==================== design 1
Fig. 1: design 1, placed standard cells
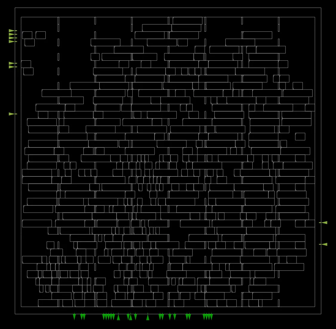

===== src/rtl/sync_fifo.sv =====
// sync_fifo: parametrised single-clock FIFO with registered read data, level flags and error pulses
module sync_fifo #(
  parameter int WIDTH = 8,
  parameter int DEPTH = 16,
  parameter int AF_LEVEL = DEPTH - 2,
  parameter int AE_LEVEL = 2,
  localparam int AW = $clog2(DEPTH)
) (
  input  logic             clk,
  input  logic             rst,
  input  logic             wr_en,
  input  logic [WIDTH-1:0] indata,
  input  logic             rd_en,
  output logic [WIDTH-1:0] outdata,
  output logic             out_valid,
  output logic             full,
  output logic             empty,
  output logic             almost_full,
  output logic             almost_empty,
  output logic [AW:0]      count,
  output logic             overflow,
  output logic             underflow
);
  localparam logic [AW:0] FULL_C = (AW+1)'(DEPTH);
  localparam logic [AW:0] AF_C = (AW+1)'(AF_LEVEL);
  localparam logic [AW:0] AE_C = (AW+1)'(AE_LEVEL);
  logic [WIDTH-1:0] mem_q [DEPTH];
  logic [AW-1:0] wp_q, wp_d, rp_q, rp_d;
  logic [AW:0] cnt_q, cnt_d;
  logic [WIDTH-1:0] out_q, out_d;
  logic vld_q, vld_d, ovf_q, ovf_d, unf_q, unf_d;
  logic wa, ra;
  assign full = cnt_q == FULL_C;
  assign empty = cnt_q == '0;
  assign almost_full = cnt_q >= AF_C;
  assign almost_empty = cnt_q <= AE_C;
  assign count = cnt_q;
  assign outdata = out_q;
  assign out_valid = vld_q;
  assign overflow = ovf_q;
  assign underflow = unf_q;
  // acceptance and next state; a write into a full FIFO is allowed only when a read frees a slot
  always_comb begin
    ra = rd_en & ~empty;
    wa = wr_en & (~full | ra);
    wp_d = wa ? wp_q + 1'b1 : wp_q;
    rp_d = ra ? rp_q + 1'b1 : rp_q;
    cnt_d = (wa & ~ra) ? cnt_q + 1'b1 : (ra & ~wa) ? cnt_q - 1'b1 : cnt_q;
    out_d = ra ? mem_q[rp_q] : out_q;
    vld_d = ra;
    ovf_d = wr_en & ~wa;
    unf_d = rd_en & ~ra;
  end
  // storage array is never reset; contents are unreachable after reset anyway
  always_ff @(posedge clk) begin
    if (wa && !rst) mem_q[wp_q] <= indata;
  end
  // control and output registers with synchronous reset
  always_ff @(posedge clk) begin
    if (rst) begin
      wp_q <= '0;
      rp_q <= '0;
      cnt_q <= '0;
      out_q <= '0;
      vld_q <= 1'b0;
      ovf_q <= 1'b0;
      unf_q <= 1'b0;
    end else begin
      wp_q <= wp_d;
      rp_q <= rp_d;
      cnt_q <= cnt_d;
      out_q <= out_d;
      vld_q <= vld_d;
      ovf_q <= ovf_d;
      unf_q <= unf_d;
    end
  end
endmodule


===== config.mk =====
export PLATFORM = sky130hd
export DESIGN_NAME = sync_fifo
export DESIGN_NICKNAME = d
export VERILOG_FILES = /design/src/rtl/sync_fifo.sv
export SDC_FILE = /design/constraint.sdc
export NUM_CORES = 1
export LEC_CHECK = 0
export CAP_MARGIN = 20
export CORE_MARGIN = 2
export CORE_UTILIZATION = 50
export CTS_CLUSTER_SIZE = 12
export DETAILED_ROUTE_END_ITERATION = 10
export GPL_ROUTABILITY_DRIVEN = 0
export PLACE_DENSITY = 0.68
export SLEW_MARGIN = 15
export SYNTH_ARGS = -nofsm -noshare
export SYNTH_HDL_FRONTEND = slang
export SYNTH_SLANG_ARGS = --single-unit

===== constraint.sdc =====
create_clock -name clk -period 3.5 [get_ports clk]
set_clock_uncertainty 0.1 [all_clocks]
set_input_delay 0.7 -clock clk [delete_from_list [all_inputs] [get_ports clk]]
set_output_delay 0.7 -clock clk [all_outputs]
set_load 0.01 [all_outputs]

==================== design 2
## src/rtl/ercm8_dot_acc.sv

```systemverilog
// Saturating dot-product accumulator for the ERCM8 approximate-multiplier pipeline.
// Sums len unsigned 16-bit products into an ACC_W-bit result with a sticky saturation flag.
module ercm8_dot_acc #(
  parameter int ACC_W = 24,
  parameter int CNT_W = 8
) (
  input  logic             clk,
  input  logic             rst,
  input  logic             start,
  input  logic [CNT_W-1:0] len,
  input  logic             prod_vld,
  input  logic [15:0]      prod_dat,
  output logic             prod_rdy,
  output logic             res_vld,
  input  logic             res_rdy,
  output logic [ACC_W-1:0] res_dat,
  output logic             res_sat,
  output logic             busy
);

  typedef enum logic [1:0] {
    IDLE,
    ACC,
    HOLD
  } state_t;

  localparam logic [ACC_W-1:0] ACC_MAX = '1;

  state_t           state, state_nxt;
  logic [ACC_W-1:0] acc;
  logic [ACC_W-1:0] res_q;
  logic [CNT_W-1:0] cnt;
  logic             sat;

  logic             xfer;
  logic             last_xfer;
  logic [ACC_W:0]   sum;
  logic             ovf;
  logic [ACC_W-1:0] acc_nxt;

  assign xfer      = (state == ACC) && prod_vld;
  assign last_xfer = xfer && (cnt == CNT_W'(1));

  // One extra bit catches the carry; once at ACC_MAX, sum stays >= ACC_MAX so no wrap.
  assign sum     = {1'b0, acc} + (ACC_W + 1)'(prod_dat);
  assign ovf     = sum[ACC_W];
  assign acc_nxt = ovf ? ACC_MAX : sum[ACC_W-1:0];

  always_ff @(posedge clk or posedge rst) begin
    if (rst) state <= IDLE;
    else     state <= state_nxt;
  end

  always_comb begin
    // NOTE: default first so every path assigns state_nxt; otherwise a latch is inferred.
    state_nxt = state;
    case (state)
      IDLE: if (start) state_nxt = (len == '0) ? HOLD : ACC;
      ACC:  if (last_xfer) state_nxt = HOLD;
      HOLD: if (res_rdy) state_nxt = IDLE;
      default: state_nxt = IDLE;
    endcase
  end

  // res_q is a separate result register so res_dat does not follow acc while a new sum builds.
  always_ff @(posedge clk or posedge rst) begin
    if (rst) begin
      acc   <= '0;
      cnt   <= '0;
      sat   <= 1'b0;
      res_q <= '0;
    end else begin
      // NOTE: non-blocking so every register here sees the pre-edge values of the others.
      case (state)
        IDLE: begin
          if (start) begin
            acc <= '0;
            sat <= 1'b0;
            cnt <= len;
            if (len == '0) res_q <= '0;
          end
        end
        ACC: begin
          if (xfer) begin
            acc <= acc_nxt;
            cnt <= cnt - CNT_W'(1);
            if (ovf) sat <= 1'b1;
            if (last_xfer) res_q <= acc_nxt;
          end
        end
        default: ;
      endcase
    end
  end

  assign prod_rdy = (state == ACC);
  assign res_vld  = (state == HOLD);
  assign busy     = (state != IDLE);
  assign res_dat  = res_q;
  assign res_sat  = sat;

endmodule

```

## config.mk

```make
export PLATFORM = sky130hd
export DESIGN_NAME = ercm8_dot_acc
export DESIGN_NICKNAME = d
export VERILOG_FILES = /design/src/rtl/ercm8_dot_acc.sv
export SDC_FILE = /design/constraint.sdc
export NUM_CORES = 1
export LEC_CHECK = 0
export CAP_MARGIN = 20
export CORE_ASPECT_RATIO = 1.75
export CORE_MARGIN = 4
export CORE_UTILIZATION = 50
export CTS_CLUSTER_SIZE = 20
export DETAILED_ROUTE_END_ITERATION = 10
export GPL_ROUTABILITY_DRIVEN = 0
export PLACE_DENSITY = 0.83
export SYNTH_ARGS = -nofsm -noshare
export SYNTH_HDL_FRONTEND = slang
export SYNTH_SLANG_ARGS = --single-unit
export TNS_END_PERCENT = 20
```

## constraint.sdc

```tcl
create_clock -name clk -period 2.1 [get_ports clk]
set_input_delay 0.525 -clock clk [delete_from_list [all_inputs] [get_ports clk]]
set_output_delay 0.525 -clock clk [all_outputs]
set_load 0.1 [all_outputs]
```

Fig. 2: design 1, where the registers sit
Other sequential cells in the stronger grey, the rest of the logic in the fainter grey.
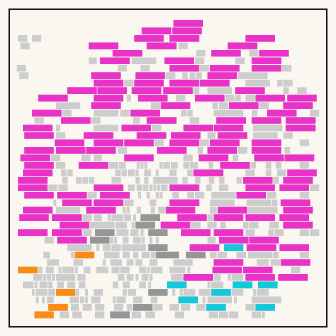
Orange marks `count`, flops 5, where south-west. Magenta marks `mem_q`, flops 128. Cyan marks `outdata`, flops 8.

Fig. 3: design 1, metal 1
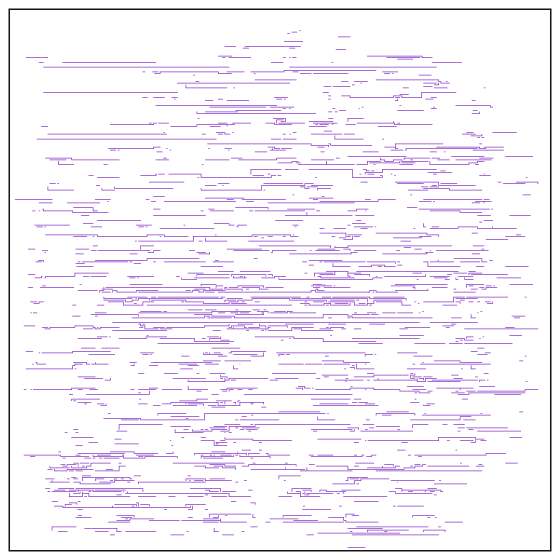
The wires run mostly horizontal. The layer carries 5230 um of wire.

## Picture notes: Fig. 1
Core Util, Final: 61.1%
Finished Layout Cells: 606

==> flow_metrics.tcl, design 1 <==
# flow metrics
set metrics [dict create \
    status "complete, no violations" \
    worstPathMaxFanout 7 \
    crit_chain "or4_1 -> o21a_1 -> inv_2 -> ha_1 -> inv_1 -> fa_1 -> a21o_1 -> a21oi_1 -> mux2i_1 -> mux2_2" \
    ctsHoldBuffers 0 \
    syn_area_per_cell_um2 15.3 \
    die_h_um 115 \
    logic_area_um2 1690 \
    tightest_slew_ns 0.705 \
    openroad.warnings 29 \
    fin_nets 468 \
    ys.flop_type "edfxtp_1" \
    worstSetupEndpoint "count[4]" \
    post-route-period-util_pct 92.2 \
    yosysCellCount 402 \
    dieArea_um2 13200 \
    nonClkBufAreaFrac_pct 6.34 \
    top_cell "edfxtp_1" \
    ir_drop_mv 0.323 \
    rows 40 \
    final_cell_mix "edfxtp_1 (128), mux2i_1 (67), nor2_1 (38)" \
    end_kind "flop" \
    ys_ff 152 \
    hpwl_um 7940 \
    fp_util_pct 51.3 \
    maxCapViolCount 0 \
    ys_area_um2 6160 \
    synth-xor-area-share_pct 1.40 \
    critPathTopFamily "simple AND/OR/NAND/NOR gates" \
    dpl_cell_area_um2 6690 \
    crit_slowest_cell "or4_1" \
    top_cells_by_area "edfxtp_1 (62%), mux2i_1 (11%), dfxtp_1 (7.8%)" \
    drt_iter0_markers 284 \
    grt_pass1_vias 3421 \
    clock_area_share_pct 8.83 \
    synthCells 402 \
    die_w_um 115 \
    yosysSeqAreaShare_pct 70.1 \
    ys_sh_simple_pct 6.07 \
    slew_violations 0 \
    dp_cells 574 \
    sh_seq_area_pct 59.0 \
    yosysTopAreaCell "edfxtp_1" \
    numCtsBuffers 17 \
]
-- design 1: metal layers --
| metal | up-vias | track usage [%] | share of wire, % |
|---|---|---|---|
| met3 | 21 | 4.69 | 6.0 |
| met1 | 1739 | 26.2 | 43 |
| met4 | 0 | 8.92 | 2.4 |
| met2 | 93 | 31.3 | 49 |
| li1 | 1633 | - | - |
| met5 | - | 0 | 0 |
-- design 1: where the power goes --
part / leakage (nW) / internal (mW) / switching (mW) / total (mW)
Combinational: 0.699 / 0.414 / 0.483 / 0.897
Clock: 0.312 / 1.27 / 0.700 / 1.97
Sequential: 1.35 / 2.06 / 0.0999 / 2.16
Fig. 4: design 2, signal wires on met2
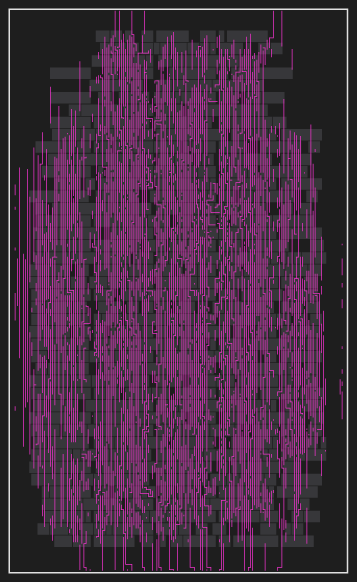
The layer carries 9140 um of wire. The wires run mostly vertical. The layer holds 48% of the routed length. The longest straight run is 51.3 um.

==> flow_metrics.tcl, design 2 <==
# flow metrics
set metrics [dict create \
    p_comb_share_pct 66.6 \
    clk_pin_slew_worst_paths_ns 0.06 \
    wl_met2_um 9140 \
    logic_family "AND-OR/OR-AND gates" \
    wl_per_cell_um 27.6 \
    port_buffers 56 \
    lay_top_count "buf_4" \
    top_power_group "combinational cells" \
    cpPeakStageDelay_ns 0.41 \
    yosysCellCount 445 \
    path_class "reg2reg" \
    fin_tns_setup_ns -8.73 \
    wl_met3_um 1960 \
    comb_share_pct 46.7 \
    top_cell_area_share_pct 38.3 \
    finalSetupViolations 49 \
    skew_ns 0.0103 \
    slew_violations 0 \
    clkPwrFrac_pct 14.5 \
    yosysTopAreaCell "dfrtp_1" \
    dpl_cell_area_um2 5310 \
    grt_pass1_wl_um 26900 \
    num_vias 5035 \
    clock_area_share_pct 4.92 \
    dieArea_um2 9230 \
    dr.pass1.iters 6 \
    clock_buffers 12 \
    worstHoldStart "res_dat[0]" \
    flop_area_um2 1480 \
    logic_gates 350 \
    synthArstFlopShare_pct 100 \
    netSwitchingFraction_pct 50.3 \
    cp.required_ns 2.35 \
    grt_pass1_vias 5024 \
    hold_viol_final 0 \
    fp_util_pct 51.3 \
    yosysSeqAreaShare_pct 38.3 \
    drive_above_1_share_pct 46.2 \
    status "finished, violations left" \
    adder_share_pct 6.37 \
    ys_ff 59 \
    worst_r2r_path_depth 8 \
    layout_setup_ws_ns -0.297 \
    grt_busiest_layer "met2" \
    drt_wl_total_um 19200 \
    ys.flop_type "dfrtp_1" \
    p_per_area_nw_per_um2 1680 \
    failed_checks "setup timing" \
    syn_area_per_cell_um2 8.66 \
    track_usage_pct 39.6 \
    end_kind "flop" \
    r2r_setup_slack_ns -0.30 \
    maxCapViolCount 0 \
    cts_tree "done" \
    crit_cells 8 \
    synthCells 445 \
    clock_net_power_mw 1.56 \
    internal_power_mw 5.35 \
    worstSetupStartpoint "acc[0]" \
    hpwl_um 9640 \
]
-- design 2: state kept, by name (all words and copies together) (netlist names) --
name     cells
acc         24
cnt          8
res_dat     24
res_sat      1
state        2
-- design 2: worst reg2reg max path: cells and delay by family, from the launching register on --
family / cells / cell delay, ns
flip-flops: 1 / 0.40
buffers and inverters: 1 / 0.11
AND/OR/NAND/NOR: 1 / 0.22
AND-OR/OR-AND: 5 / 1.38
adder cells (fa/ha/maj): 1 / 0.18


## Gallery

Placement density heat map.
(a)
12 x 12 tiles, from white (low) to dark blue (high), 0 to 100% covered.
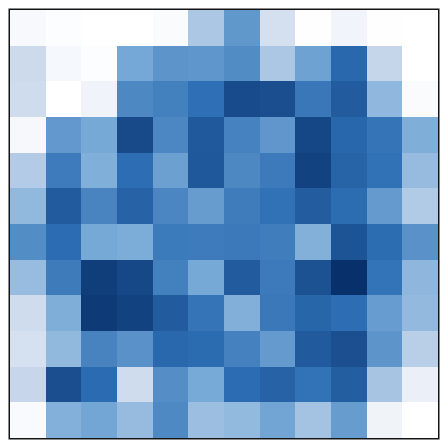
(b)
7 x 12 tiles, from white (low) to dark blue (high), 0 to 100% covered.
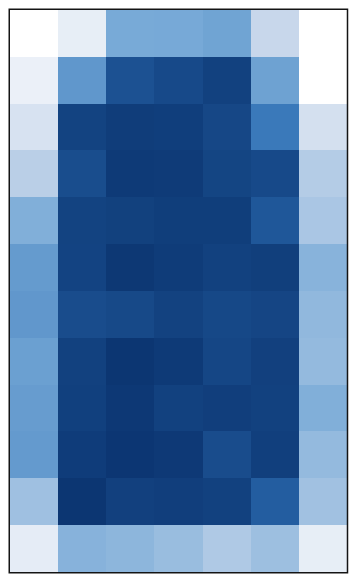
For design 1, see (a).
For design 2, see (b).
- highest utilization: (b)

Key to (b):
The fullest tile reaches 98%. The densest ninth of the die: centre. 3.6% of the tiles are nearly empty. 56% of the tiles are over 75% full. The mean over all tiles is 68%.

Power figures rest on the tool's default switching activity, not on a simulated workload.
